# ---- block 1 ----
==> block_1/final_congestion.png <==
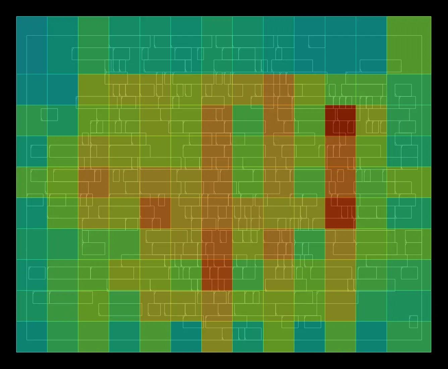

==> src/rtl/pam_frame_receiver.sv <==
// PAM serial frame receiver: oversamples nsync/bclk/sdata, captures one MSB-first word per frame, pushes it to a FIFO.
// Optional bclk-stall timeout is enabled by defining DESER_TIMEOUT_EN.
module pam_frame_receiver #(
    parameter int DATA_LENGTH  = 24,
    parameter int SYNC_STAGES  = 2,
    parameter int TIMEOUT_CLKS = 64
) (
    input  logic                   clk,
    input  logic                   rst,
    input  logic                   nsync,
    input  logic                   bclk,
    input  logic                   sdata,
    output logic [DATA_LENGTH-1:0] word,
    output logic                   write,
    input  logic                   full,
    output logic                   frame_err,
    output logic                   overflow,
    input  logic                   ovf_clr,
    output logic                   busy
);

    localparam int CNT_W = $clog2(DATA_LENGTH + 1);
    localparam logic [CNT_W-1:0] LAST_BIT    = CNT_W'(DATA_LENGTH);
    localparam logic [CNT_W-1:0] LAST_BIT_M1 = CNT_W'(DATA_LENGTH - 1);

    generate
        if (SYNC_STAGES < 2 || TIMEOUT_CLKS < 2) begin : g_bad_param
            $error("pam_frame_receiver: SYNC_STAGES and TIMEOUT_CLKS must both be at least 2");
        end
    endgenerate

    typedef enum logic [1:0] {
        ST_IDLE     = 2'd0,
        ST_SHIFT    = 2'd1,
        ST_WAIT_END = 2'd2
    } state_t;

    // Line index 2 = nsync, 1 = bclk, 0 = sdata; all synchronizers idle high.
    logic [2:0] line_in;
    logic [2:0] line_sync;

    assign line_in = {nsync, bclk, sdata};

    genvar gi;
    generate
        for (gi = 0; gi < 3; gi++) begin : g_sync
            logic [SYNC_STAGES-1:0] stage_reg;

            always_ff @(posedge clk or negedge rst) begin
                if (!rst) begin
                    stage_reg <= '1;
                end else begin
                    stage_reg <= {stage_reg[SYNC_STAGES-2:0], line_in[gi]};
                end
            end

            assign line_sync[gi] = stage_reg[SYNC_STAGES-1];
        end
    endgenerate

    logic nsync_s, bclk_s, sdata_s;
    logic nsync_d_reg, bclk_d_reg;
    logic nsync_fall, nsync_rise, bclk_fall;

    assign nsync_s = line_sync[2];
    assign bclk_s  = line_sync[1];
    assign sdata_s = line_sync[0];

    always_ff @(posedge clk or negedge rst) begin
        if (!rst) begin
            nsync_d_reg <= 1'b1;
            bclk_d_reg  <= 1'b1;
        end else begin
            nsync_d_reg <= nsync_s;
            bclk_d_reg  <= bclk_s;
        end
    end

    assign nsync_fall = nsync_d_reg & ~nsync_s;
    assign nsync_rise = ~nsync_d_reg & nsync_s;
    assign bclk_fall  = bclk_d_reg & ~bclk_s;

    state_t                 state_reg, state_next;
    logic [DATA_LENGTH-1:0] shift_reg, shift_next;
    logic [CNT_W-1:0]       cnt_reg, cnt_next;
    logic [DATA_LENGTH-1:0] word_reg, word_next;
    logic                   write_reg, write_next;
    logic                   err_reg, err_next;
    logic                   ovf_reg, ovf_next;

`ifdef DESER_TIMEOUT_EN
    localparam int TO_W = $clog2(TIMEOUT_CLKS);
    localparam logic [TO_W-1:0] TO_LAST = TO_W'(TIMEOUT_CLKS - 1);

    logic [TO_W-1:0] to_cnt_reg, to_cnt_next;
    logic            timeout_hit;

    // Counts clocks since the last bit; held at zero outside ST_SHIFT so entry starts fresh.
    always_comb begin
        to_cnt_next = '0;
        if (state_reg == ST_SHIFT && !bclk_fall && to_cnt_reg != TO_LAST) begin
            to_cnt_next = to_cnt_reg + 1'b1;
        end
    end

    assign timeout_hit = (state_reg == ST_SHIFT) && !bclk_fall && (to_cnt_reg == TO_LAST);

    always_ff @(posedge clk or negedge rst) begin
        if (!rst) begin
            to_cnt_reg <= '0;
        end else begin
            to_cnt_reg <= to_cnt_next;
        end
    end
`endif

    always_comb begin
        state_next = state_reg;
        shift_next = shift_reg;
        cnt_next   = cnt_reg;
        word_next  = word_reg;
        write_next = 1'b0;
        err_next   = 1'b0;
        ovf_next   = ovf_reg & ~ovf_clr;

        case (state_reg)
            ST_IDLE: begin
                if (nsync_fall) begin
                    shift_next = '0;
                    cnt_next   = '0;
                    state_next = ST_SHIFT;
                end
            end

            ST_SHIFT: begin
                if (cnt_reg == LAST_BIT) begin
                    // Completion has priority over a coincident nsync rise.
                    word_next = shift_reg;
                    if (full) begin
                        ovf_next = 1'b1;
                    end else begin
                        write_next = 1'b1;
                    end
                    err_next   = bclk_fall;
                    state_next = ST_WAIT_END;
                end else if (bclk_fall) begin
                    shift_next = {shift_reg[DATA_LENGTH-2:0], sdata_s};
                    cnt_next   = cnt_reg + 1'b1;
                    if (nsync_rise && cnt_reg != LAST_BIT_M1) begin
                        err_next   = 1'b1;
                        state_next = ST_IDLE;
                    end
                end else if (nsync_rise) begin
                    err_next   = 1'b1;
                    state_next = ST_IDLE;
                end
`ifdef DESER_TIMEOUT_EN
                else if (timeout_hit) begin
                    err_next   = 1'b1;
                    state_next = ST_WAIT_END;
                end
`endif
            end

            ST_WAIT_END: begin
                err_next = bclk_fall;
                // Leaving on the synced level also covers a rise that landed on the completion clock.
                if (nsync_s) begin
                    state_next = ST_IDLE;
                end
            end

            default: begin
                state_next = ST_IDLE;
            end
        endcase
    end

    always_ff @(posedge clk or negedge rst) begin
        if (!rst) begin
            state_reg <= ST_IDLE;
            shift_reg <= '0;
            cnt_reg   <= '0;
            word_reg  <= '0;
            write_reg <= 1'b0;
            err_reg   <= 1'b0;
            ovf_reg   <= 1'b0;
        end else begin
            state_reg <= state_next;
            shift_reg <= shift_next;
            cnt_reg   <= cnt_next;
            word_reg  <= word_next;
            write_reg <= write_next;
            err_reg   <= err_next;
            ovf_reg   <= ovf_next;
        end
    end

    assign word      = word_reg;
    assign write     = write_reg;
    assign frame_err = err_reg;
    assign overflow  = ovf_reg;
    assign busy      = (state_reg != ST_IDLE);

endmodule

==> config.mk <==
export PLATFORM = sky130hd
export DESIGN_NAME = pam_frame_receiver
export DESIGN_NICKNAME = d
export VERILOG_FILES = /design/src/rtl/pam_frame_receiver.sv
export SDC_FILE = /design/constraint.sdc
export NUM_CORES = 1
export LEC_CHECK = 0
export ABC_CLOCK_PERIOD_IN_PS = 1900
export CORE_ASPECT_RATIO = 0.8
export CORE_MARGIN = 2
export CORE_UTILIZATION = 41
export DETAILED_ROUTE_END_ITERATION = 10
export PLACE_DENSITY = 0.7
export SLEW_MARGIN = 20
export SYNTH_ARGS = -nofsm -noshare
export SYNTH_HDL_FRONTEND = slang
export SYNTH_SLANG_ARGS = --single-unit
==> constraint.sdc <==
create_clock -name clk -period 1.9 [get_ports clk]
set_input_delay 0.38 -clock clk [delete_from_list [all_inputs] [get_ports clk]]
set_output_delay 0.38 -clock clk [all_outputs]
set_load 0.01 [all_outputs]
# ---- block 2 ----
$ cat src/rtl/down_counter.sv
// Loadable down-counter sequencer: load N on start, decrement per enabled clock,
// pulse done for one cycle at terminal count, then return to idle.
module down_counter #(
  parameter int WIDTH = 5
) (
  input  logic             clk,
  input  logic             reset,
  input  logic             start,
  input  logic [WIDTH-1:0] load_value,
  input  logic             enable,
  input  logic             abort,
  output logic [WIDTH-1:0] count,
  output logic             ready,
  output logic             busy,
  output logic             done
);

  typedef enum logic [1:0] {
    IDLE = 2'd0,
    RUN  = 2'd1,
    DONE = 2'd2
  } state_t;

  state_t           state_q, state_d;
  logic [WIDTH-1:0] count_q, count_d;

  // NOTE: state registers use non-blocking assignments so every flop samples
  // the pre-edge value of its neighbours, independent of block ordering.
  always_ff @(posedge clk or negedge reset) begin
    if (!reset) begin
      state_q <= IDLE;
      count_q <= '0;
    end else begin
      state_q <= state_d;
      count_q <= count_d;
    end
  end

  // NOTE: defaults first, so any path that does not assign a signal holds it
  // instead of inferring a latch.
  always_comb begin
    state_d = state_q;
    count_d = count_q;
    unique case (state_q)
      IDLE: begin
        if (start) begin
          count_d = load_value;
          state_d = (load_value == '0) ? DONE : RUN;
        end
      end
      RUN: begin
        // Abort outranks both enable and the terminal-count transition.
        if (abort) begin
          count_d = '0;
          state_d = IDLE;
        end else if (enable) begin
          if (count_q > WIDTH'(1)) begin
            count_d = count_q - WIDTH'(1);
          end else begin
            count_d = '0;
            state_d = DONE;
          end
        end
      end
      DONE: begin
        count_d = '0;
        state_d = IDLE;
      end
      default: begin
        count_d = '0;
        state_d = IDLE;
      end
    endcase
  end

  assign count = count_q;
  assign ready = (state_q == IDLE);
  assign busy  = (state_q == RUN);
  assign done  = (state_q == DONE);

endmodule

$ cat config.mk
export PLATFORM = sky130hd
export DESIGN_NAME = down_counter
export DESIGN_NICKNAME = d
export VERILOG_FILES = /design/src/rtl/down_counter.sv
export SDC_FILE = /design/constraint.sdc
export NUM_CORES = 1
export LEC_CHECK = 0
export ABC_AREA = 1
export ABC_CLOCK_PERIOD_IN_PS = 1300
export CELL_PAD_IN_SITES_DETAIL_PLACEMENT = 2
export CELL_PAD_IN_SITES_GLOBAL_PLACEMENT = 2
export CORE_MARGIN = 2
export CORE_UTILIZATION = 23
export DETAILED_ROUTE_END_ITERATION = 16
export GPL_ROUTABILITY_DRIVEN = 0
export PLACE_DENSITY = 0.85
export SYNTH_ARGS = -nofsm -noshare
export SYNTH_HDL_FRONTEND = slang
export SYNTH_SLANG_ARGS = --single-unit
$ cat constraint.sdc
create_clock -name clk -period 1.3 [get_ports clk]
set_input_delay 0.26 -clock clk [delete_from_list [all_inputs] [get_ports clk]]
set_output_delay 0.26 -clock clk [all_outputs]
set_load 0.03 [all_outputs]
# ---- block 3 ----
$ cat src/rtl/if_id_register.sv
`default_nettype none
// ============================================================================
// Module   : if_id_register
// Brief    : IF/ID pipeline register with a two-entry ready/valid skid buffer,
//            field slicing and immediate-extension classification.
// Revision : 1.0 - initial release
// ============================================================================
module if_id_register #(
  parameter int PC_W = 32
) (
  input  logic            clk,
  input  logic            rst,
  input  logic            flush,
  input  logic            in_valid,
  output logic            in_ready,
  input  logic [31:0]     in_instr,
  input  logic [PC_W-1:0] in_pc,
  output logic            out_valid,
  input  logic            out_ready,
  output logic [31:0]     out_instr,
  output logic [PC_W-1:0] out_pc,
  output logic [4:0]      out_rs,
  output logic [4:0]      out_rt,
  output logic [4:0]      out_rd,
  output logic [15:0]     out_imm16,
  output logic [1:0]      out_imm_kind,
  output logic            out_illegal
);

  localparam logic [1:0] c_KIND_NONE  = 2'd0;
  localparam logic [1:0] c_KIND_SIGN  = 2'd1;
  localparam logic [1:0] c_KIND_ZERO  = 2'd2;
  localparam logic [1:0] c_KIND_UPPER = 2'd3;

  typedef enum logic [1:0] {
    S_EMPTY = 2'd0,
    S_ONE   = 2'd1,
    S_TWO   = 2'd2
  } state_t;

  typedef struct packed {
    logic [31:0]     instr;
    logic [PC_W-1:0] pc;
    logic [1:0]      kind;
    logic            illegal;
  } entry_t;

  state_t r_state;
  entry_t r_main;
  entry_t r_skid;
  entry_t w_in;
  logic   w_accept;
  logic   w_emit;

  // Decode the incoming word so that the stored entry already carries its class.
  always_comb begin
    w_in.instr   = in_instr;
    w_in.pc      = in_pc;
    w_in.kind    = c_KIND_NONE;
    w_in.illegal = 1'b0;
    case (in_instr[31:26])
      6'h0F:                      w_in.kind = c_KIND_UPPER;
      6'h0C, 6'h0D, 6'h0E:        w_in.kind = c_KIND_ZERO;
      6'h08, 6'h09, 6'h0A, 6'h0B,
      6'h23, 6'h2B, 6'h04, 6'h05: w_in.kind = c_KIND_SIGN;
      6'h00, 6'h02, 6'h03:        w_in.kind = c_KIND_NONE;
      default:                    w_in.illegal = 1'b1;
    endcase
  end

  assign in_ready  = (r_state != S_TWO) && !rst;
  assign out_valid = (r_state != S_EMPTY);
  assign w_accept  = in_valid && in_ready;
  assign w_emit    = out_valid && out_ready;

  always_ff @(posedge clk) begin
    if (rst) begin
      r_state <= S_EMPTY;
      r_main  <= '0;
      r_skid  <= '0;
    end else if (flush) begin
      // Only occupancy is cleared; an emit this cycle has already been consumed.
      r_state <= S_EMPTY;
    end else begin
      case (r_state)
        S_EMPTY: begin
          if (w_accept) begin
            r_main  <= w_in;
            r_state <= S_ONE;
          end
        end
        S_ONE: begin
          if (w_accept && w_emit) begin
            r_main <= w_in;
          end else if (w_accept) begin
            r_skid  <= w_in;
            r_state <= S_TWO;
          end else if (w_emit) begin
            r_state <= S_EMPTY;
          end
        end
        S_TWO: begin
          if (w_emit) begin
            r_main  <= r_skid;
            r_state <= S_ONE;
          end
        end
        default: r_state <= S_EMPTY;
      endcase
    end
  end

  assign out_instr    = r_main.instr;
  assign out_pc       = r_main.pc;
  assign out_rs       = r_main.instr[25:21];
  assign out_rt       = r_main.instr[20:16];
  assign out_rd       = r_main.instr[15:11];
  assign out_imm16    = r_main.instr[15:0];
  assign out_imm_kind = r_main.kind;
  assign out_illegal  = r_main.illegal;

endmodule
`default_nettype wire

$ cat config.mk
export PLATFORM = sky130hd
export DESIGN_NAME = if_id_register
export DESIGN_NICKNAME = d
export VERILOG_FILES = /design/src/rtl/if_id_register.sv
export SDC_FILE = /design/constraint.sdc
export NUM_CORES = 1
export LEC_CHECK = 0
export ABC_CLOCK_PERIOD_IN_PS = 3700
export CORE_MARGIN = 10
export CORE_UTILIZATION = 52
export CTS_BUF_LIST = sky130_fd_sc_hd__clkbuf_8
export CTS_CLUSTER_DIAMETER = 80
export DETAILED_ROUTE_END_ITERATION = 16
export PLACE_DENSITY = 0.95
export SYNTH_ARGS = -nofsm -noshare
export SYNTH_HDL_FRONTEND = slang
export SYNTH_SLANG_ARGS = --single-unit
$ cat constraint.sdc
create_clock -name clk -period 3.7 [get_ports clk]
set_clock_uncertainty 0.05 [all_clocks]
set_input_delay 0.37 -clock clk [delete_from_list [all_inputs] [get_ports clk]]
set_output_delay 0.37 -clock clk [all_outputs]
set_load 0.01 [all_outputs]
# ---- block 4 ----
===== src/rtl/gated_bitop_fifo_if.sv =====
// Producer/consumer handshake bundle for gated_bitop_fifo.
// The slave modport is the FIFO's view; master is the environment driving it.
interface gated_bitop_fifo_if #(
  parameter int WIDTH = 8
);
  logic             in_valid;
  logic             in_ready;
  logic [WIDTH-1:0] in_data;
  logic             in_gate;
  logic [1:0]       in_op;
  logic             out_valid;
  logic             out_ready;
  logic [WIDTH-1:0] out_data;
  logic             out_zero;

  modport master (
    output in_valid, in_data, in_gate, in_op, out_ready,
    input  in_ready, out_valid, out_data, out_zero
  );

  modport slave (
    input  in_valid, in_data, in_gate, in_op, out_ready,
    output in_ready, out_valid, out_data, out_zero
  );
endinterface


===== src/rtl/gated_bitop_fifo.sv =====
// Gate-bit bitwise operator (AND/OR/XOR/PASS) feeding a DEPTH-entry FIFO,
// with a saturating count of accepted words.
module gated_bitop_fifo #(
  parameter int WIDTH = 8,
  parameter int DEPTH = 4,
  parameter int CNT_W = 16
) (
  input  logic             clk,
  input  logic             rst_n,
  gated_bitop_fifo_if.slave bus,
  input  logic             cnt_clr,
  output logic [CNT_W-1:0] acc_cnt
);
  localparam int PTR_W = (DEPTH > 1) ? $clog2(DEPTH) : 1;
  localparam int OCC_W = $clog2(DEPTH) + 1;

  typedef enum logic [1:0] {
    OP_AND  = 2'b00,
    OP_OR   = 2'b01,
    OP_XOR  = 2'b10,
    OP_PASS = 2'b11
  } op_e;

  typedef struct packed {
    logic             zero;
    logic [WIDTH-1:0] data;
  } entry_t;

  entry_t           mem [DEPTH];
  logic [PTR_W-1:0] wr_ptr;
  logic [PTR_W-1:0] rd_ptr;
  logic [OCC_W-1:0] count;
  logic             live;   // holds in_ready low until the first edge after reset
  logic             push;
  logic             pop;
  logic [WIDTH-1:0] gate;
  logic [WIDTH-1:0] result;

  // Ready depends on registered state only, so a pop never frees a slot in the same cycle.
  assign bus.in_ready  = live && (count < OCC_W'(DEPTH));
  assign bus.out_valid = (count != '0);
  assign bus.out_data  = bus.out_valid ? mem[rd_ptr].data : '0;
  assign bus.out_zero  = bus.out_valid ? mem[rd_ptr].zero : 1'b0;

  assign push = bus.in_valid && bus.in_ready;
  assign pop  = bus.out_valid && bus.out_ready;
  assign gate = {WIDTH{bus.in_gate}};

  // NOTE: assign a default before the case so every path drives result; no latch is inferred.
  always_comb begin
    result = bus.in_data;
    unique case (op_e'(bus.in_op))
      OP_AND:  result = bus.in_data & gate;
      OP_OR:   result = bus.in_data | gate;
      OP_XOR:  result = bus.in_data ^ gate;
      OP_PASS: result = bus.in_data;
    endcase
  end

  // NOTE: sequential state uses non-blocking assignments so every register samples pre-edge values.
  always_ff @(posedge clk or negedge rst_n) begin
    if (!rst_n) begin
      wr_ptr <= '0;
      rd_ptr <= '0;
      count  <= '0;
      live   <= 1'b0;
    end else begin
      live <= 1'b1;
      if (push) wr_ptr <= wr_ptr + PTR_W'(1);
      if (pop)  rd_ptr <= rd_ptr + PTR_W'(1);
      unique case ({push, pop})
        2'b10:   count <= count + OCC_W'(1);
        2'b01:   count <= count - OCC_W'(1);
        default: count <= count;
      endcase
    end
  end

  // NOTE: storage is not reset; the empty count masks stale entries, keeping this a plain RAM.
  always_ff @(posedge clk) begin
    if (push) mem[wr_ptr] <= '{zero: (result == '0), data: result};
  end

  always_ff @(posedge clk or negedge rst_n) begin
    if (!rst_n) begin
      acc_cnt <= '0;
    end else if (cnt_clr) begin
      acc_cnt <= '0;
    end else if (push && (acc_cnt != '1)) begin
      acc_cnt <= acc_cnt + CNT_W'(1);
    end
  end
endmodule


===== src/flat_wrapper.sv =====
// flat-port wrapper written by rule: the top's interface ports become plain ports
module gated_bitop_fifo_flat 
#(
  parameter int WIDTH = 8,
  parameter int DEPTH = 4,
  parameter int CNT_W = 16
)
  (clk, rst_n, cnt_clr, acc_cnt, bus_in_valid, bus_in_data, bus_in_gate, bus_in_op, bus_out_ready, bus_in_ready, bus_out_valid, bus_out_data, bus_out_zero);
  gated_bitop_fifo_if #(.WIDTH(WIDTH)) bus_i ();
  input  logic clk;
  input  logic rst_n;
  input  logic cnt_clr;
  output logic [CNT_W-1:0] acc_cnt;
  input wire logic [$bits(bus_i.in_valid)-1:0] bus_in_valid;
  input wire logic [$bits(bus_i.in_data)-1:0] bus_in_data;
  input wire logic [$bits(bus_i.in_gate)-1:0] bus_in_gate;
  input wire logic [$bits(bus_i.in_op)-1:0] bus_in_op;
  input wire logic [$bits(bus_i.out_ready)-1:0] bus_out_ready;
  output wire logic [$bits(bus_i.in_ready)-1:0] bus_in_ready;
  output wire logic [$bits(bus_i.out_valid)-1:0] bus_out_valid;
  output wire logic [$bits(bus_i.out_data)-1:0] bus_out_data;
  output wire logic [$bits(bus_i.out_zero)-1:0] bus_out_zero;
  assign bus_i.in_valid = bus_in_valid;
  assign bus_i.in_data = bus_in_data;
  assign bus_i.in_gate = bus_in_gate;
  assign bus_i.in_op = bus_in_op;
  assign bus_i.out_ready = bus_out_ready;
  assign bus_in_ready = bus_i.in_ready;
  assign bus_out_valid = bus_i.out_valid;
  assign bus_out_data = bus_i.out_data;
  assign bus_out_zero = bus_i.out_zero;
  gated_bitop_fifo #(.WIDTH(WIDTH), .DEPTH(DEPTH), .CNT_W(CNT_W)) u_core (.clk(clk), .rst_n(rst_n), .bus(bus_i), .cnt_clr(cnt_clr), .acc_cnt(acc_cnt));
endmodule

===== config.mk =====
export PLATFORM = sky130hd
export DESIGN_NAME = gated_bitop_fifo_flat
export DESIGN_NICKNAME = d
export VERILOG_FILES = /design/src/rtl/gated_bitop_fifo_if.sv /design/src/rtl/gated_bitop_fifo.sv /design/src/flat_wrapper.sv
export SDC_FILE = /design/constraint.sdc
export NUM_CORES = 1
export LEC_CHECK = 0
export CORE_MARGIN = 2
export CORE_UTILIZATION = 59
export DETAILED_ROUTE_END_ITERATION = 8
export PLACE_DENSITY = 0.91
export SYNTH_ARGS = -nofsm -noshare
export SYNTH_HDL_FRONTEND = slang
export SYNTH_SLANG_ARGS = --single-unit

===== constraint.sdc =====
create_clock -name clk -period 5.7 [get_ports clk]
set_input_delay 1.14 -clock clk [delete_from_list [all_inputs] [get_ports clk]]
set_output_delay 1.14 -clock clk [all_outputs]
set_load 0.05 [all_outputs]

# ---- block 5 ----
### config.mk
export PLATFORM = sky130hd
export DESIGN_NAME = sram_test_sequencer
export DESIGN_NICKNAME = d
export VERILOG_FILES = /design/src/rtl/sram_test_sequencer.sv
export SDC_FILE = /design/constraint.sdc
export NUM_CORES = 1
export LEC_CHECK = 0
export ABC_AREA = 1
export CORE_ASPECT_RATIO = 1.75
export CORE_MARGIN = 4
export CORE_UTILIZATION = 50
export DETAILED_ROUTE_END_ITERATION = 7
export GPL_TIMING_DRIVEN = 0
export PLACE_DENSITY = 0.77
export SLEW_MARGIN = 20
export SYNTH_ARGS = -nofsm -noshare
export SYNTH_HDL_FRONTEND = slang
export SYNTH_SLANG_ARGS = --single-unit
### constraint.sdc
create_clock -name clk -period 4.6 [get_ports clk]
set_input_delay 0.92 -clock clk [delete_from_list [all_inputs] [get_ports clk]]
set_output_delay 0.92 -clock clk [all_outputs]
set_load 0.01 [all_outputs]
### src/rtl/sram_test_sequencer.sv
// Fill-then-verify sequencer: writes a pattern over an address range through the SRAM controller, reads it back, tallies mismatches.
// One access in flight at a time; each access waits on the controller's busy rise/fall and aborts after TIMEOUT_CYCLES per wait.
module sram_test_sequencer #(
  parameter int TIMEOUT_CYCLES = 16,
  parameter int COUNT_WIDTH    = 20
) (
  input  logic                   clk,
  input  logic                   reset,
  input  logic                   test_start,
  input  logic [18:0]            address_first,
  input  logic [18:0]            address_last,
  input  logic [1:0]             pattern_select,
  input  logic [7:0]             seed,
  output logic                   start_operation,
  output logic                   rw,
  output logic [18:0]            address_input,
  output logic [7:0]             data_f2s,
  input  logic [7:0]             data_s2f,
  input  logic                   data_ready_signal_output,
  input  logic                   busy_signal_output,
  output logic                   test_busy,
  output logic                   test_done,
  output logic                   test_pass,
  output logic                   config_error,
  output logic                   timeout_error,
  output logic [COUNT_WIDTH-1:0] error_count,
  output logic [18:0]            first_error_address,
  output logic [7:0]             first_error_expected,
  output logic [7:0]             first_error_read
);

  localparam int TW = $clog2(TIMEOUT_CYCLES + 1);

  typedef enum logic [2:0] {
    IDLE, WR_WAIT_BUSY, WR_WAIT_IDLE, WR_NEXT,
    RD_WAIT_BUSY, RD_WAIT_IDLE, RD_CHECK, DONE
  } state_t;

  state_t                 state_q, state_d;
  logic [18:0]            cur_q, cur_d;
  logic [18:0]            first_q, first_d;
  logic [18:0]            last_q, last_d;
  logic [1:0]             pat_q, pat_d;
  logic [7:0]             seed_q, seed_d;
  logic                   start_q, start_d;
  logic                   rw_q, rw_d;
  logic [7:0]             data_q, data_d;
  logic [TW-1:0]          timer_q, timer_d;
  logic [7:0]             cap_q, cap_d;
  logic                   seen_q, seen_d;
  logic [COUNT_WIDTH-1:0] err_q, err_d;
  logic [18:0]            fe_addr_q, fe_addr_d;
  logic [7:0]             fe_exp_q, fe_exp_d;
  logic [7:0]             fe_rd_q, fe_rd_d;
  logic                   pass_q, pass_d;
  logic                   cfg_q, cfg_d;
  logic                   to_q, to_d;

  function automatic logic [7:0] pattern_f(input logic [1:0] sel, input logic [7:0] sd,
                                           input logic [18:0] addr);
    case (sel)
      2'd0:    return addr[7:0] ^ sd;
      2'd1:    return sd;
      2'd2:    return addr[0] ? ~sd : sd;
      default: return ~addr[7:0];
    endcase
  endfunction

  logic [18:0] next_addr;
  logic [7:0]  exp_byte;
  logic [7:0]  rd_byte;
  logic        mismatch;
  logic        timer_hit;

  always_comb begin
    next_addr = cur_q + 19'd1;
    exp_byte  = pattern_f(pat_q, seed_q, cur_q);
    // An access that never raised data_ready reads as 0x00 and always counts as a miss.
    rd_byte   = seen_q ? cap_q : 8'h00;
    mismatch  = !seen_q || (cap_q != exp_byte);
    timer_hit = (timer_q == TW'(TIMEOUT_CYCLES - 1));
  end

  always_comb begin
    state_d   = state_q;
    cur_d     = cur_q;
    first_d   = first_q;
    last_d    = last_q;
    pat_d     = pat_q;
    seed_d    = seed_q;
    start_d   = 1'b0;
    rw_d      = rw_q;
    data_d    = data_q;
    timer_d   = '0;
    cap_d     = cap_q;
    seen_d    = seen_q;
    err_d     = err_q;
    fe_addr_d = fe_addr_q;
    fe_exp_d  = fe_exp_q;
    fe_rd_d   = fe_rd_q;
    pass_d    = pass_q;
    cfg_d     = cfg_q;
    to_d      = to_q;

    case (state_q)
      IDLE: begin
        if (test_start) begin
          first_d   = address_first;
          last_d    = address_last;
          pat_d     = pattern_select;
          seed_d    = seed;
          err_d     = '0;
          fe_addr_d = '0;
          fe_exp_d  = '0;
          fe_rd_d   = '0;
          cfg_d     = 1'b0;
          to_d      = 1'b0;
          pass_d    = 1'b0;
          if (address_first > address_last) begin
            cfg_d   = 1'b1;
            state_d = DONE;
          end else begin
            cur_d   = address_first;
            rw_d    = 1'b0;
            data_d  = pattern_f(pattern_select, seed, address_first);
            start_d = 1'b1;
            state_d = WR_WAIT_BUSY;
          end
        end
      end

      WR_WAIT_BUSY, RD_WAIT_BUSY: begin
        if (busy_signal_output) begin
          state_d = (state_q == WR_WAIT_BUSY) ? WR_WAIT_IDLE : RD_WAIT_IDLE;
        end else if (timer_hit) begin
          to_d    = 1'b1;
          state_d = DONE;
        end else begin
          timer_d = timer_q + TW'(1);
        end
      end

      WR_WAIT_IDLE: begin
        if (!busy_signal_output) begin
          state_d = WR_NEXT;
        end else if (timer_hit) begin
          to_d    = 1'b1;
          state_d = DONE;
        end else begin
          timer_d = timer_q + TW'(1);
        end
      end

      RD_WAIT_IDLE: begin
        if (data_ready_signal_output) begin
          cap_d  = data_s2f;
          seen_d = 1'b1;
        end
        if (!busy_signal_output) begin
          state_d = RD_CHECK;
        end else if (timer_hit) begin
          to_d    = 1'b1;
          state_d = DONE;
        end else begin
          timer_d = timer_q + TW'(1);
        end
      end

      WR_NEXT: begin
        start_d = 1'b1;
        if (cur_q == last_q) begin
          cur_d   = first_q;
          rw_d    = 1'b1;
          seen_d  = 1'b0;
          cap_d   = 8'h00;
          state_d = RD_WAIT_BUSY;
        end else begin
          cur_d   = next_addr;
          data_d  = pattern_f(pat_q, seed_q, next_addr);
          state_d = WR_WAIT_BUSY;
        end
      end

      RD_CHECK: begin
        if (mismatch) begin
          if (err_q != {COUNT_WIDTH{1'b1}}) err_d = err_q + COUNT_WIDTH'(1);
          if (err_q == '0) begin
            fe_addr_d = cur_q;
            fe_exp_d  = exp_byte;
            fe_rd_d   = rd_byte;
          end
        end
        // Equality check before incrementing keeps 0x7FFFF from wrapping.
        if (cur_q == last_q) begin
          pass_d  = (err_d == '0) && !to_q && !cfg_q;
          state_d = DONE;
        end else begin
          cur_d   = next_addr;
          start_d = 1'b1;
          seen_d  = 1'b0;
          cap_d   = 8'h00;
          state_d = RD_WAIT_BUSY;
        end
      end

      DONE: begin
        rw_d    = 1'b1;
        state_d = IDLE;
      end

      default: state_d = IDLE;
    endcase
  end

  always_ff @(posedge clk or posedge reset) begin
    if (reset) begin
      state_q   <= IDLE;
      cur_q     <= '0;
      first_q   <= '0;
      last_q    <= '0;
      pat_q     <= '0;
      seed_q    <= '0;
      start_q   <= 1'b0;
      rw_q      <= 1'b1;
      data_q    <= '0;
      timer_q   <= '0;
      cap_q     <= '0;
      seen_q    <= 1'b0;
      err_q     <= '0;
      fe_addr_q <= '0;
      fe_exp_q  <= '0;
      fe_rd_q   <= '0;
      pass_q    <= 1'b0;
      cfg_q     <= 1'b0;
      to_q      <= 1'b0;
    end else begin
      state_q   <= state_d;
      cur_q     <= cur_d;
      first_q   <= first_d;
      last_q    <= last_d;
      pat_q     <= pat_d;
      seed_q    <= seed_d;
      start_q   <= start_d;
      rw_q      <= rw_d;
      data_q    <= data_d;
      timer_q   <= timer_d;
      cap_q     <= cap_d;
      seen_q    <= seen_d;
      err_q     <= err_d;
      fe_addr_q <= fe_addr_d;
      fe_exp_q  <= fe_exp_d;
      fe_rd_q   <= fe_rd_d;
      pass_q    <= pass_d;
      cfg_q     <= cfg_d;
      to_q      <= to_d;
    end
  end

  assign start_operation      = start_q;
  assign rw                   = rw_q;
  assign address_input        = cur_q;
  assign data_f2s             = data_q;
  assign test_busy            = (state_q != IDLE);
  assign test_done            = (state_q == DONE);
  assign test_pass            = pass_q;
  assign config_error         = cfg_q;
  assign timeout_error        = to_q;
  assign error_count          = err_q;
  assign first_error_address  = fe_addr_q;
  assign first_error_expected = fe_exp_q;
  assign first_error_read     = fe_rd_q;

endmodule
==> block_3/met3.png <==
(2 px per µm) Cells faint in the background.
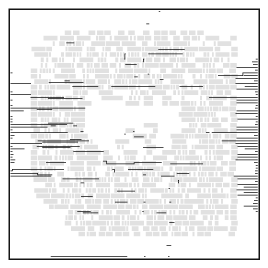
longest straight run = 38.0 µm
share of all routed wire = 7.2%
wire length on this layer = 1100 µm

==> qor.csv, block 3 <==
stage,metric,value,unit
status,status,"finished, final reports clean",
synth,Syn Std Cell Area,5650,µm²
place,number of port buffers,168,
synth,Synth Area in Adders,0,%
hold_path,Hold Startpoint,r_skid[8],
finish,share of cells above drive strength 1,5.226,%
pwr,clock-net power,1.24,mW
global_route,Total Routing Usage GR,19.29,%
synth,Synth Area in XOR/XNOR,0,%
synth,post-synthesis register bit count,136,
pwr,P_sw,0.7617,mW
global_route,vias in the first global route,5093,
global_route,GRT Max-Usage Layer,met2,
pwr,Comb pwr share,12.0,%
timing,Final Hold Violation Tally,0,
detailed_routing,Routed wire per std cell,15.64,µm
setup_path,Crit. End Element,flip-flop,
detailed_routing,Pre-antenna DRT Iters,5,
synth,Synth Area per Inst,7.783,µm²
finish,ANT cells,0,
pwr,Design Power,3.152,mW
setup_path,CP max FO,114,
setup_path,CP Buf/Inv Count,2,
detailed_routing,Max Used Layer,met4,
place,placed cells,951,
setup_path,critical setup path kind,input port to flip-flop,
==> block 3: worst paths after layout <==
path | end | slack (ps) | depth (start not counted)
setup / recovery | out_pc[27] | 910 | 6
hold / removal | r_skid[8] | 410 | 2
setup reg to reg | out_pc[27] | 970 | 5
hold reg to reg | r_skid[8] | 410 | 2
==> block 3: layout make-up <==
cell class / count / area share, %
Sequential cell: 136 / 36.42
Inverter: 3 / 0.1507
Clock inverter: 13 / 2.109
Clock buffer: 18 / 3.314
Multi-Input combinational cell: 497 / 32.16
Tap cell: 140 / 2.343
Timing Repair Buffer: 175 / 23.50
==> block 3: synthesized netlist by cell type, drive strengths merged <==
cell type / instances
nand4: 1
o211ai: 1
nand3: 1
and2: 1
o41ai: 1
or4bb: 1
or2: 3
a211oi: 3
nor2b: 3
nor4b: 1
inv: 3
o22ai: 1
nor3b: 2
nor2: 75
dfxtp: 136
o21ai: 2
nor4: 1
a21oi: 72
and3: 1
a31o: 1
a32oi: 2
nand2: 258
buf: 49
a311oi: 63
clkbuf: 41
nand2b: 2
mux2i: 1
==> block 3: sequential cells by signal, indices dropped and copies added (netlist names) <==
signal and cells:
r_skid 67, out_instr 32, out_pc 32, out_imm_kind 2, r_state 2, out_illegal 1
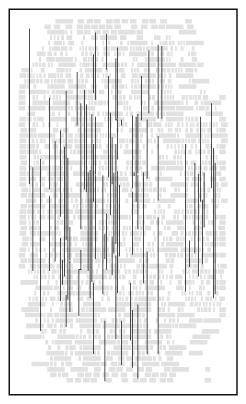
(block_5/met4.png)
(2 px per µm) Cells faint in the background.
longest straight run = 85.7 µm
nets with wire on the layer = 65
share of all routed wire = 8.9%
wire length on this layer = 3030 µm

==> qor.csv, block 5 <==
stage,metric,value,unit
run,tool warning count,27,
finish,share of cells above drive strength 1,7.622,%
finish,fin nets,1593,
hold_path,Worst Hold End,data_f2s[6],
place,number of port buffers,148,
synth,Top-area cell share,39.08,%
timing,f_max,259.3,MHz
setup_path,worst-path cell with the longest stage delay,o21ai_1,
place,dpl ws,421.9,ps
timing,final setup TNS,0,ps
clock_network,TritonCTS Buffers,17,
finish,most numerous logic cells after layout,"342 x nand2_1, 155 x inv_1, 151 x dfrtp_1",
clock_network,Latency at later pin,440,ps
clock_network,Worst-path clk slew,70,ps
finish,fin util,63.71,%
setup_path,Reg2Reg Setup Slack,1610,ps
global_route,GRT Residual Overflow,0,
synth,"AND-OR/OR-AND Cells, Area Fraction",14.22,%
place,placed cells,1731,
timing,RSZ-0062 raised after global routing,no,
clock_network,clk buf depth,2,
synth,Gate Count Post-Synth,1337,
synth,Synth Area in Adders,2.977,%
synth,post-synth cell types,42,
finish,design area,12180,µm²
finish,register area,3805,µm²
place,Routability Congestion,0.9712,
status,status,"finished, final reports clean",
global_route,Global Route met1 Usage,31.54,%
setup_path,CP Capture Point,address_input[17],
synth,leading area contributor after synthesis,dfrtp_1,
synth,Synth Area per Inst,7.231,µm²
detailed_routing,DRC,0,
pwr,maximum vdd drop,0.0004037,V
place,dpl hpwl,27050,µm
pwr,Design Power,8.240,mW
timing,clock skew,13.42,ps
detailed_routing,number of nets with antenna violations after routing,0,
floorplanning,IO Pins,150,
[block 5: synth_stat cells (10+ instances only)]
cell type and count:
a21oi_1 37, nand3_2 14, ha_1 23, nand4_1 21, nor2_1 77, nand2_2 22
o22ai_1 16, nand2_1 342, xnor2_1 18, dfrtp_1 151, inv_1 156, o21ai_1 10
nand3_1 137, buf_2 10, xor2_1 28, clkbuf_1 29, nor3_1 15, o21ai_0 147
[block 5: per-layer routing]
layer / wire length, µm / up-vias / part of all wire, %
li1: - / 4759 / -
met2: 18250 / 465 / 53
met5: 0 / - / 0
met1: 11190 / 4731 / 33
met3: 1656 / 158 / 4.9
met4: 3025 / 0 / 8.9
[block 5: kinds of logic after synthesis]
family | after synthesis
and+or+nand+nor | 648
AOI/OAI and AO/OA | 249
buffers and inverters | 219
DFF | 152
xor gates and xnor gates | 46
adders and majority gates | 23
[block 5: layout make-up]
class / instances / area share [%]
Buffer: 52 / 2.302
Clock buffer: 20 / 3.751
Clock inverter: 12 / 1.356
Inverter: 167 / 5.179
Multi-Input combinational cell: 966 / 40.70
Sequential cell: 152 / 31.25
Tap cell: 241 / 2.476
Timing Repair Buffer: 153 / 12.99
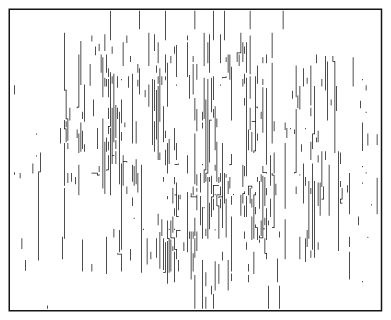
(block_1/met2.png)
(4 px per µm)
longest straight run = 26.9 µm
share of all routed wire = 44%
nets with wire on the layer = 234
main direction = vertical

Notes on block_1/final_congestion.png above:
grt met3 use: 5.405%
fin util: 54.21%
Total Routing Usage GR: 15.46%
GRT met2 Usage: 24.25%

==> qor.csv, block 1 <==
stage,metric,value,unit
synth,yosys stat cell total,226,
timing,RSZ-0062 raised after global routing,no,
pwr,Top pwr grp,registers,
setup_path,critical setup path kind,flip-flop to flip-flop,
pwr,Design Power,3.415,mW
global_route,antenna violations before repair,0,
setup_path,CP max FO,9,
finish,Final non-clock buffer share,14.03,%
run,tool warning count,29,
finish,clock buf count,14,
pwr,clock power share,31.0,%
finish,Post-Layout Cell Count,359,
floorplanning,Die Y,74.97,µm
pwr,sequential power share,47.6,%
timing,clock skew,4.419,ps
pwr,clock-net power,1.06,mW
global_route,largest net degree at the start of global routing,25,
clock_network,TritonCTS Buffers,9,
clock_network,TritonCTS clock tree,built,
timing,minimum clock period,1814,ps
finish,Flop Count,66,
timing,Rel. slew slack,66.56,%
timing,"Slew Viols, Final",0,
synth,floorplan net count,238,
floorplanning,Horiz. Die Dim,92.71,µm
setup_path,Crit path required time,2170,ps
global_route,Global Route met1 Usage,19.63,%
setup_path,Crit. End Element,flip-flop,
timing,Final Hold Violation Tally,0,
place,Routability Congestion,0.8056,
status,status,"finished, final reports clean",
detailed_routing,number of nets with antenna violations after routing,0,
clock_network,"Setup Fix Bufs, Post-CTS",0,
pwr,sw frac,29.15,%
place,area post-placement,3074,µm²
synth,yosys stat area,2581,µm²
clock_network,CTS root buf,clkbuf_8,
finish,Comb area share,25.40,%
detailed_routing,Pre-antenna DRT Iters,4,
setup_path,Reg2Reg Setup Slack,90,ps
detailed_routing,metal2 WL,2136,µm
floorplanning,Die Size,6950,µm²
timing,cycle use final,95.48,%
finish,most numerous logic cells after layout,"69 x nand2_1, 58 x dfrtp_1, 32 x clkdlybuf4s50_1",
## block 1: path summary, 6_finish.rpt
path | startpoint | to | depth (start not counted)
min in group clk | g_sync[2].stage_reg[0] | g_sync[2].stage_reg[1] | 0
hold reg to reg | g_sync[2].stage_reg[0] | g_sync[2].stage_reg[1] | 0
setup / recovery | state_reg[1] | cnt_reg[3] | 7
hold / removal | rst | shift_reg[20] | 1
setup reg to reg | state_reg[1] | cnt_reg[3] | 7
max in group asynchronous | rst | nsync_d_reg | 2
## block 1: worst max-delay path: stages, from the launching register on
cell	delay, ps
dfrtp_1	370
inv_1	70
ha_1	210
nand2b_1	150
a22o_1	200
buf_4	160
or4b_1	500
nand3_1	100
## block 1: logic make-up after synthesis
| kind of cell | count (synthesis) | share of synthesized area, % |
|---|---|---|
| buffers and inverters | 18 | 3.587 |
| and+or+nand+nor | 90 | 15.17 |
| DFF | 66 | 64.37 |
| AOI/OAI and AO/OA | 41 | 11.88 |
| adders and majority gates | 5 | 2.424 |
| muxes | 6 | 2.569 |
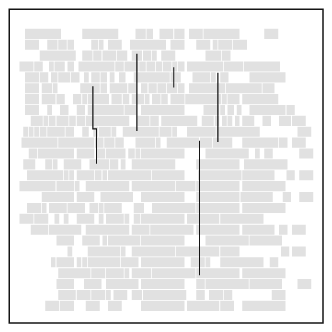
(block_4/met4.png)
(4 px per µm) Cells faint in the background.
main direction = vertical
wire length on this layer = 94.1 µm
number of vias in the routed layout: 2226
final WL: 6470 µm

==> qor.csv, block 4 <==
stage,metric,value,unit
pwr,seq pwr,0.582,mW
floorplanning,IO Pins,43,
run,tool warning count,37,
clock_network,Latency at later pin,330,ps
finish,register area,1682,µm²
setup_path,Crit. End Element,output pin,
global_route,GRT Residual Overflow,0,
finish,Seq/total area,42.98,%
setup_path,"Arr. time, crit path",2550,ps
finish,Final non-clock buffer share,10.75,%
status,status,"finished, final reports clean",
setup_path,crit path launch type,flip-flop,
setup_path,Crit path required time,4560,ps
setup_path,Reg2Reg Setup Slack,3270,ps
detailed_routing,DRC,0,
setup_path,Worst R2R Start,u_core.count[2],
timing,clock skew,6.875,ps
synth,Synth Area in XOR/XNOR,1.625,%
[block 4: worst min path at each step]
stage	startpoint	end	cells past startpoint
floorplan	u_core.count[0]	u_core.count[0]	1
global placement	u_core.count[1]	u_core.count[1]	2
detailed placement	u_core.count[2]	u_core.count[2]	1
CTS	u_core.count[0]	u_core.count[0]	1
global route	u_core.count[0]	u_core.count[0]	1
finish	u_core.count[0]	u_core.count[0]	1
[block 4: cell usage after synthesis (all sizes together)]
cell,number,share of area [%]
conb,1,0.12
ha,22,8.5
nor2,9,1.0
nor3,3,0.46
clkbuf,8,0.93
a311oi,2,0.54
nand2,12,1.4
and2,14,2.7
nand3,6,0.93
a41oi,1,0.27
nor2b,6,1.2
o21ai,5,0.77
nor4,5,1.2
o311ai,2,0.54
or4,8,2.0
a311o,1,0.31
xor2,3,0.81
dfrtp,24,19
nand2b,1,0.19
fa,1,0.62
nand4,5,0.97
a21oi,8,1.2
a31oi,3,0.58
or3,5,0.97
and4,2,0.54
a21boi,1,0.23
and3b,1,0.27
inv,26,3.0
and3,3,0.58
o2111ai,1,0.27
mux4,17,12
buf,1,0.15
edfxtp,36,33
mux2,2,0.70
o31ai,6,1.4
xnor2,3,0.81
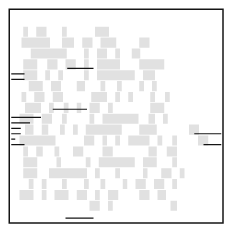
(block_2/met3.png)
(4 px per µm) Cells faint in the background.
main direction = horizontal
share of all routed wire = 3.0%

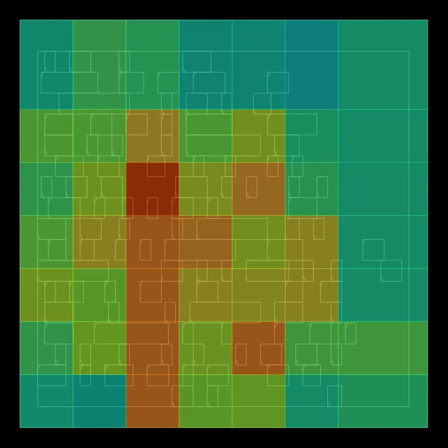
(block_2/final_congestion.png)
Global Route met1 Usage: 18.10%
Routed wire per std cell: 13.72 µm
GRT Max-Usage Layer: met2

==> qor.csv, block 2 <==
stage,metric,value,unit
clock_network,post_cts resized,7,
timing,clock skew,5.807,ps
synth,yosys stat area,553.0,µm²
finish,fin util,38.99,%
synth,sequential-to-total area share from yosys stat,31.67,%
global_route,antenna violations before repair,0,
detailed_routing,number of vias in the routed layout,619,
synth,floorplan net count,92,
setup_path,critical setup path kind,flip-flop to output pin,
finish,Largest register FFs,5,
timing,Finish-stage setup viols,7,
status,status,"finished, violations left",
status,failing checks,negative setup slack,
timing,Worst Tran Pin Value,351.4,ps
timing,Final Hold Violation Tally,0,
setup_path,crit path launch type,flip-flop,
hold_path,Worst Hold Class,input port to asynchronous set/reset pin,
finish,ANT cells,0,
synth,Top-area cell share,31.67,%
global_route,Total Routing Usage GR,17.28,%
setup_path,CP max FO,3,
floorplanning,core utilization at floorplan,24.76,%
timing,cycle use final,105.4,%
floorplanning,Die Size,2813,µm²
timing,final worst slack,-70.27,ps
pwr,Design Power,2.244,mW
synth,Synth Area per Inst,6.913,µm²
synth,"AND-OR/OR-AND Cells, Area Fraction",9.729,%
setup_path,worst-path cell with the longest stage delay,dfrtp_1,
detailed_routing,final WL,1894,µm
finish,fin nets,123,
finish,logic area,347.8,µm²
finish,Flop Count,7,
timing,"Slew Viols, Final",0,
==> block 2: worst max-delay path, delay by kind of cell, from the launching register on <==
family | cells | cell delay (ps)
and+or+nand+nor | 1 | 280
buffers and inverters | 2 | 180
DFF | 1 | 390
==> block 2: routing by layer <==
layer	vias to the layer above	wire length, µm	global-route usage, %
met3	2	56	2.825
met2	14	1058	31.87
met5	-	0	0
li1	305	-	-
met1	298	741	18.10
met4	0	37	10.26
==> block 2: power by group <==
part | total, mW | leakage [nW] | switching, mW | internal, mW
sequential | 0.423 | 0.0866 | 0.105 | 0.318
clock | 0.206 | 0.0150 | 0.0886 | 0.118
combinational | 1.61 | 0.355 | 0.934 | 0.681
total | 2.24 | 0.457 | 1.13 | 1.12
==> block 2: per-stage QoR <==
| stage | area [µm²] | TNS, ps |
|---|---|---|
| after global routing | 870.8 | -635.2 |
| after floorplan | 555.5 | 0 |
| after CTS | 854.6 | -428.1 |
| after detailed placement | 789.5 | -611.7 |
| final | 870.8 | -169.5 |
| after global placement | 789.5 | -300.2 |
==> block 2: kinds of logic after synthesis <==
logic type,Yosys count
simple gates,50
buf+inv,14
fa+ha+maj,2
xor+xnor,1
flops,7
compound gates,6

==> notes/layouts.md <==
Pictures saved along the way, in no particular order.

The metal 1 layer.
picture 1
(3 px per µm) Cells faint in the background.
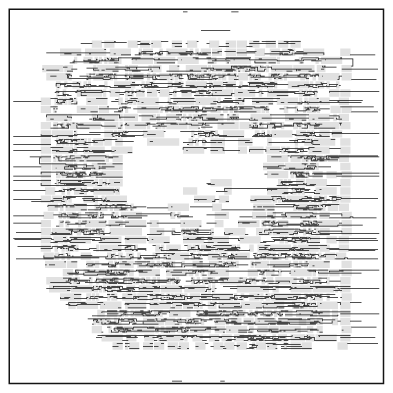
picture 2
(2 px per µm) Cells faint in the background.
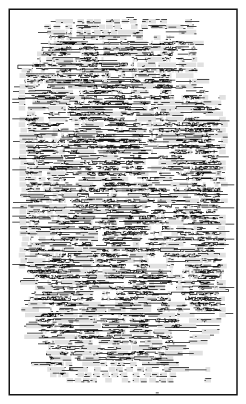
picture 3
(4 px per µm) Cells faint in the background.
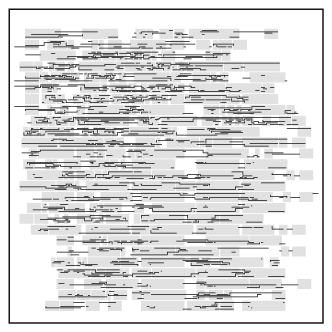
picture 4
(8 px per µm) Cells faint in the background.
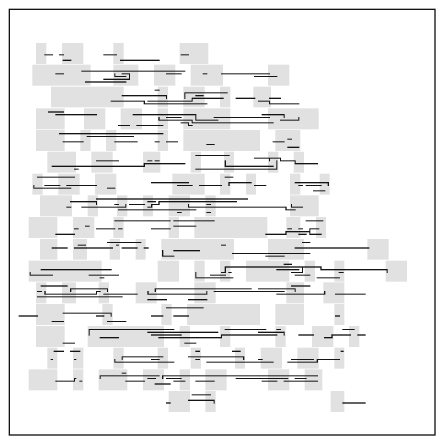
picture 5
(4 px per µm) Cells faint in the background.
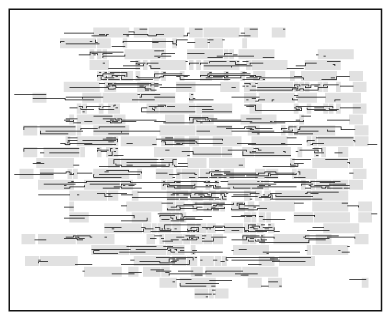
Of these, largest die: picture 2
Of these, smallest die: picture 4
For block 1, see picture 5.
For block 2, see picture 4.
For block 5, see picture 2.
For block 3, see picture 1.
For block 4, see picture 3.


# ---- block 6 ----
## src/rtl/cpu_pkg.sv

```systemverilog
// Shared encodings for the Simple RISC multicycle control unit:
// opcodes, ALU selects, PC source selects and the control state enum.
package cpu_pkg;

   localparam logic [3:0] OP_ADD  = 4'h0;
   localparam logic [3:0] OP_SUB  = 4'h1;
   localparam logic [3:0] OP_AND  = 4'h2;
   localparam logic [3:0] OP_OR   = 4'h3;
   localparam logic [3:0] OP_ADDI = 4'h4;
   localparam logic [3:0] OP_LD   = 4'h5;
   localparam logic [3:0] OP_ST   = 4'h6;
   localparam logic [3:0] OP_BEQ  = 4'h7;
   localparam logic [3:0] OP_JMP  = 4'h8;
   localparam logic [3:0] OP_HALT = 4'hF;

   localparam logic [2:0] ALU_ADD = 3'd0;
   localparam logic [2:0] ALU_SUB = 3'd1;
   localparam logic [2:0] ALU_AND = 3'd2;
   localparam logic [2:0] ALU_OR  = 3'd3;

   localparam logic [1:0] PC_INC = 2'd0;
   localparam logic [1:0] PC_BR  = 2'd1;
   localparam logic [1:0] PC_JMP = 2'd2;

   typedef enum logic [2:0] {
      FETCH,
      DECODE,
      EXEC,
      MEM,
      WB,
      HALT
   } state_t;

   // Address arithmetic (ADDI/LD/ST) uses ADD; BEQ compares by subtraction.
   function automatic logic [2:0] exec_alu_op(input logic [3:0] opc);
      case (opc)
         OP_SUB, OP_BEQ: return ALU_SUB;
         OP_AND:         return ALU_AND;
         OP_OR:          return ALU_OR;
         default:        return ALU_ADD;
      endcase
   endfunction

endpackage

```

## src/rtl/cpu_ctrl_fsm.sv

```systemverilog
// Multicycle control FSM: FETCH/DECODE/EXEC/MEM/WB/HALT, outputs decoded from state + IR.
// Latency (no wait states): JMP 2, BEQ 3, R-type/ADDI/ST 4, LD 5 cycles.
// Backpressure: FETCH and MEM hold their request until mem_ready. CPU_CTRL_PERF_EN adds instr_retired.
module cpu_ctrl_fsm
   import cpu_pkg::*;
#(
   parameter int OPC_W   = 4,
   parameter int ALUOP_W = 3
) (
   input  logic               clk,
   input  logic               reset,
   input  logic [15:0]        instr,
   input  logic               alu_zero,
   input  logic               mem_ready,
   output logic               pc_en,
   output logic [1:0]         pc_sel,
   output logic               ir_load,
   output logic               mem_re,
   output logic               mem_we,
   output logic               addr_sel,
   output logic [ALUOP_W-1:0] alu_op,
   output logic               alu_src_imm,
   output logic               reg_we,
   output logic               mem_to_reg,
   output logic               halt
`ifdef CPU_CTRL_PERF_EN
   ,
   output logic [15:0]        instr_retired
`endif
);

   state_t           r_state;
   logic [OPC_W-1:0] w_opc;
   logic             w_unused_instr;
   logic             w_is_rtype;
   logic             w_is_addi;
   logic             w_is_ld;
   logic             w_is_st;
   logic             w_is_beq;
   logic             w_is_jmp;
   logic             w_is_halt;
   logic             w_is_nop;
   logic             w_retire;

   assign w_opc          = instr[15 -: OPC_W];
   assign w_unused_instr = ^instr[15-OPC_W:0];

   assign w_is_rtype = (w_opc == OP_ADD) || (w_opc == OP_SUB) ||
                       (w_opc == OP_AND) || (w_opc == OP_OR);
   assign w_is_addi  = (w_opc == OP_ADDI);
   assign w_is_ld    = (w_opc == OP_LD);
   assign w_is_st    = (w_opc == OP_ST);
   assign w_is_beq   = (w_opc == OP_BEQ);
   assign w_is_jmp   = (w_opc == OP_JMP);
   assign w_is_halt  = (w_opc == OP_HALT);
   assign w_is_nop   = !(w_is_rtype || w_is_addi || w_is_ld || w_is_st ||
                         w_is_beq || w_is_jmp || w_is_halt);

   // Outputs are forced idle while reset is high so an in-flight bus access is dropped at once.
   always_comb begin
      pc_en       = 1'b0;
      pc_sel      = PC_INC;
      ir_load     = 1'b0;
      mem_re      = 1'b0;
      mem_we      = 1'b0;
      addr_sel    = 1'b0;
      alu_op      = '0;
      alu_src_imm = 1'b0;
      reg_we      = 1'b0;
      mem_to_reg  = 1'b0;
      halt        = 1'b0;
      w_retire    = 1'b0;
      if (!reset) begin
         case (r_state)
            FETCH: begin
               mem_re  = 1'b1;
               ir_load = mem_ready;
            end
            DECODE: begin
               if (w_is_jmp) begin
                  pc_en    = 1'b1;
                  pc_sel   = PC_JMP;
                  w_retire = 1'b1;
               end else if (w_is_nop) begin
                  pc_en    = 1'b1;
                  w_retire = 1'b1;
               end
            end
            EXEC: begin
               alu_op      = ALUOP_W'(exec_alu_op(w_opc));
               alu_src_imm = w_is_addi || w_is_ld || w_is_st;
               if (w_is_beq) begin
                  pc_en    = 1'b1;
                  pc_sel   = alu_zero ? PC_BR : PC_INC;
                  w_retire = 1'b1;
               end
            end
            MEM: begin
               addr_sel    = 1'b1;
               alu_op      = ALUOP_W'(ALU_ADD);
               alu_src_imm = 1'b1;
               mem_re      = w_is_ld;
               mem_we      = w_is_st;
               if (w_is_st && mem_ready) begin
                  pc_en    = 1'b1;
                  w_retire = 1'b1;
               end
            end
            WB: begin
               reg_we     = 1'b1;
               pc_en      = 1'b1;
               mem_to_reg = w_is_ld;
               w_retire   = 1'b1;
            end
            HALT: begin
               halt = 1'b1;
            end
            default: ;
         endcase
      end
   end

`ifdef CPU_CTRL_PERF_EN
   logic [15:0] r_retired;
   assign instr_retired = r_retired;
`endif

   always_ff @(posedge clk or posedge reset) begin
      if (reset) begin
         r_state <= FETCH;
`ifdef CPU_CTRL_PERF_EN
         r_retired <= '0;
`endif
      end else begin
         case (r_state)
            FETCH:   if (mem_ready) r_state <= DECODE;
            DECODE: begin
               if (w_is_halt)                 r_state <= HALT;
               else if (w_is_jmp || w_is_nop) r_state <= FETCH;
               else                           r_state <= EXEC;
            end
            EXEC: begin
               if (w_is_ld || w_is_st) r_state <= MEM;
               else if (w_is_beq)      r_state <= FETCH;
               else                    r_state <= WB;
            end
            MEM:     if (mem_ready) r_state <= w_is_ld ? WB : FETCH;
            WB:      r_state <= FETCH;
            HALT:    r_state <= HALT;
            default: r_state <= FETCH;
         endcase
`ifdef CPU_CTRL_PERF_EN
         if (w_retire) r_retired <= r_retired + 16'd1;
`endif
      end
   end

endmodule

```

## config.mk

```make
export PLATFORM = sky130hd
export DESIGN_NAME = cpu_ctrl_fsm
export DESIGN_NICKNAME = d
export VERILOG_FILES = /design/src/rtl/cpu_pkg.sv /design/src/rtl/cpu_ctrl_fsm.sv
export SDC_FILE = /design/constraint.sdc
export NUM_CORES = 1
export LEC_CHECK = 0
export CORE_MARGIN = 2
export CORE_UTILIZATION = 35
export DETAILED_ROUTE_END_ITERATION = 7
export DONT_BUFFER_PORTS = 1
export PLACE_DENSITY = 0.56
export SLEW_MARGIN = 15
export SYNTH_ARGS = -nofsm -noshare
export SYNTH_HDL_FRONTEND = slang
export SYNTH_SLANG_ARGS = --single-unit
```

## constraint.sdc

```tcl
create_clock -name clk -period 3.06 [get_ports clk]
set_input_delay 0.612 -clock clk [delete_from_list [all_inputs] [get_ports clk]]
set_output_delay 0.612 -clock clk [all_outputs]
set_load 0.1 [all_outputs]
```

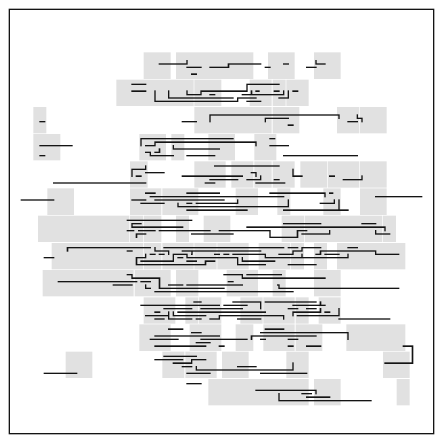
(block_6/met1.png)
(10 px per µm) Cells faint in the background.
wire length on this layer = 640 µm
share of all routed wire = 49%
longest straight run = 13.8 µm
main direction = horizontal
nets with wire on the layer = 78

==> qor.csv <==
stage,metric,value,unit
pwr,Design Power,0.6178,mW
synth,mux share,0,%
place,placed cells,90,
timing,Rel. slew slack,57.41,%
clock_network,Worst-path clk slew,40,ps
global_route,first-pass GRT wire length,2111,µm
detailed_routing,number of vias in the routed layout,538,
setup_path,worst-path cell with the longest stage delay,nor2b_1,
finish,Final non-clock buffer share,15.05,%
pwr,maximum vdd drop,0.0005179,V
setup_path,"Largest stage delay, worst path",510,ps
pwr,leakage,0.2922,nW
global_route,grt met3 use,1.724,%
setup_path,CP Buf/Inv Count,1,
global_route,Total Routing Usage GR,14.73,%
place,number of port buffers,0,
finish,Reg with most FFs,r_state,
global_route,largest net degree at the start of global routing,14,
synth,"EDFF count, synth",0,
clock_network,TritonCTS Buffers,3,
floorplanning,tap cells,15,
pwr,power per cell area,884.9,nW/µm²
synth,"Top FF cell, synth",dfrtp_1,
setup_path,critical path depth,4,
timing,RSZ-0062 raised after global routing,no,
synth,Async SR Flop Fraction,100.0,%
finish,largest registers,r_state: 3 flops,
setup_path,r2r endpoint,r_state[2],
global_route,antenna violations before repair,0,
finish,fin util,52.35,%
timing,hold slack,183.6,ps
timing,final setup TNS,0,ps
floorplanning,IO Pins,34,
synth,most frequent cells after synthesis,"5 x nor2_1, 5 x nor2b_1, 4 x a31oi_1, 4 x nand2_1, 4 x nor4_1",
finish,Comb area share,65.59,%
synth,floorplan net count,88,
clock_network,CTS root buf,clkbuf_4,
status,status,"finished, final reports clean",
timing,minimum clock period,2546,ps
finish,number of logic gates,54,
place,dpl hpwl,945.9,µm
finish,share of cells above drive strength 1,37.97,%
power breakdown:
group | internal, mW | switching, mW | total (mW)
Combinational | 0.128 | 0.305 | 0.432
Clock | 0.0488 | 0.0190 | 0.0678
Sequential | 0.0575 | 0.0602 | 0.118
Total | 0.234 | 0.384 | 0.618
cells by family after synthesis:
group                     count (synthesis)
buffers and inverters                    11
and+or+nand+nor                          38
xor gates and xnor gates                  1
AOI/OAI and AO/OA                        14
other                                     1
DFF                                       3
layout by cell type, fill, tap and decap left out, types with 2 or more instances in the layout:
master | synthesis | layout
inv_1 | 3 | 3
nand2_1 | 4 | 4
nand3_1 | 3 | 3
nor2_1 | 5 | 3
nor2b_1 | 5 | 4
nor4_4 | 0 | 4
clkbuf_4 | 0 | 3
buf_4 | 3 | 14
and3b_1 | 3 | 3
nor2_2 | 0 | 2
a41o_1 | 2 | 2
and4_1 | 2 | 2
a31oi_1 | 4 | 4
dfrtp_1 | 3 | 3
layer usage:
metal / up-vias / wire (µm) / share of wire (%)
met1: 250 / 639 / 49
met2: 14 / 595 / 46
met4: 0 / 0 / 0
met3: 0 / 63 / 4.9
met5: - / 0 / 0
li1: 274 / - / -


==> gallery <==
Metal 3.
image #1
(6 px per µm) Cells faint in the background.
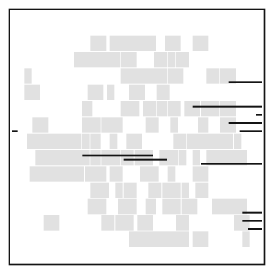
image #2
(4 px per µm) Cells faint in the background.
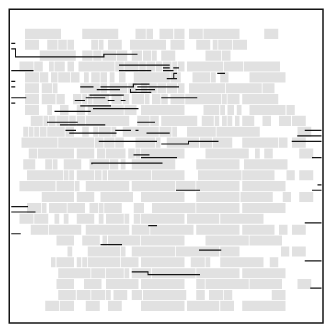
image #3
(2 px per µm) Cells faint in the background.
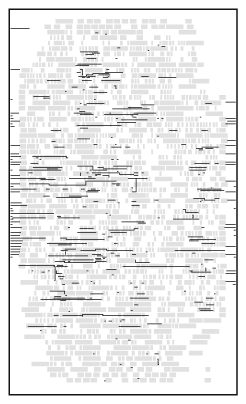
image #4
(3 px per µm) Cells faint in the background.
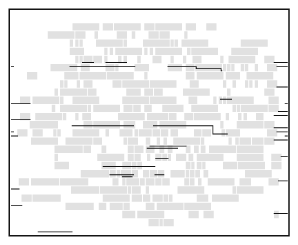
Of these, largest die: image #3
Of these, smallest die: image #1
block 5: image #3
block 1: image #4
block 4: image #2
block 6: image #1

Power and IR drop assume default switching activity.
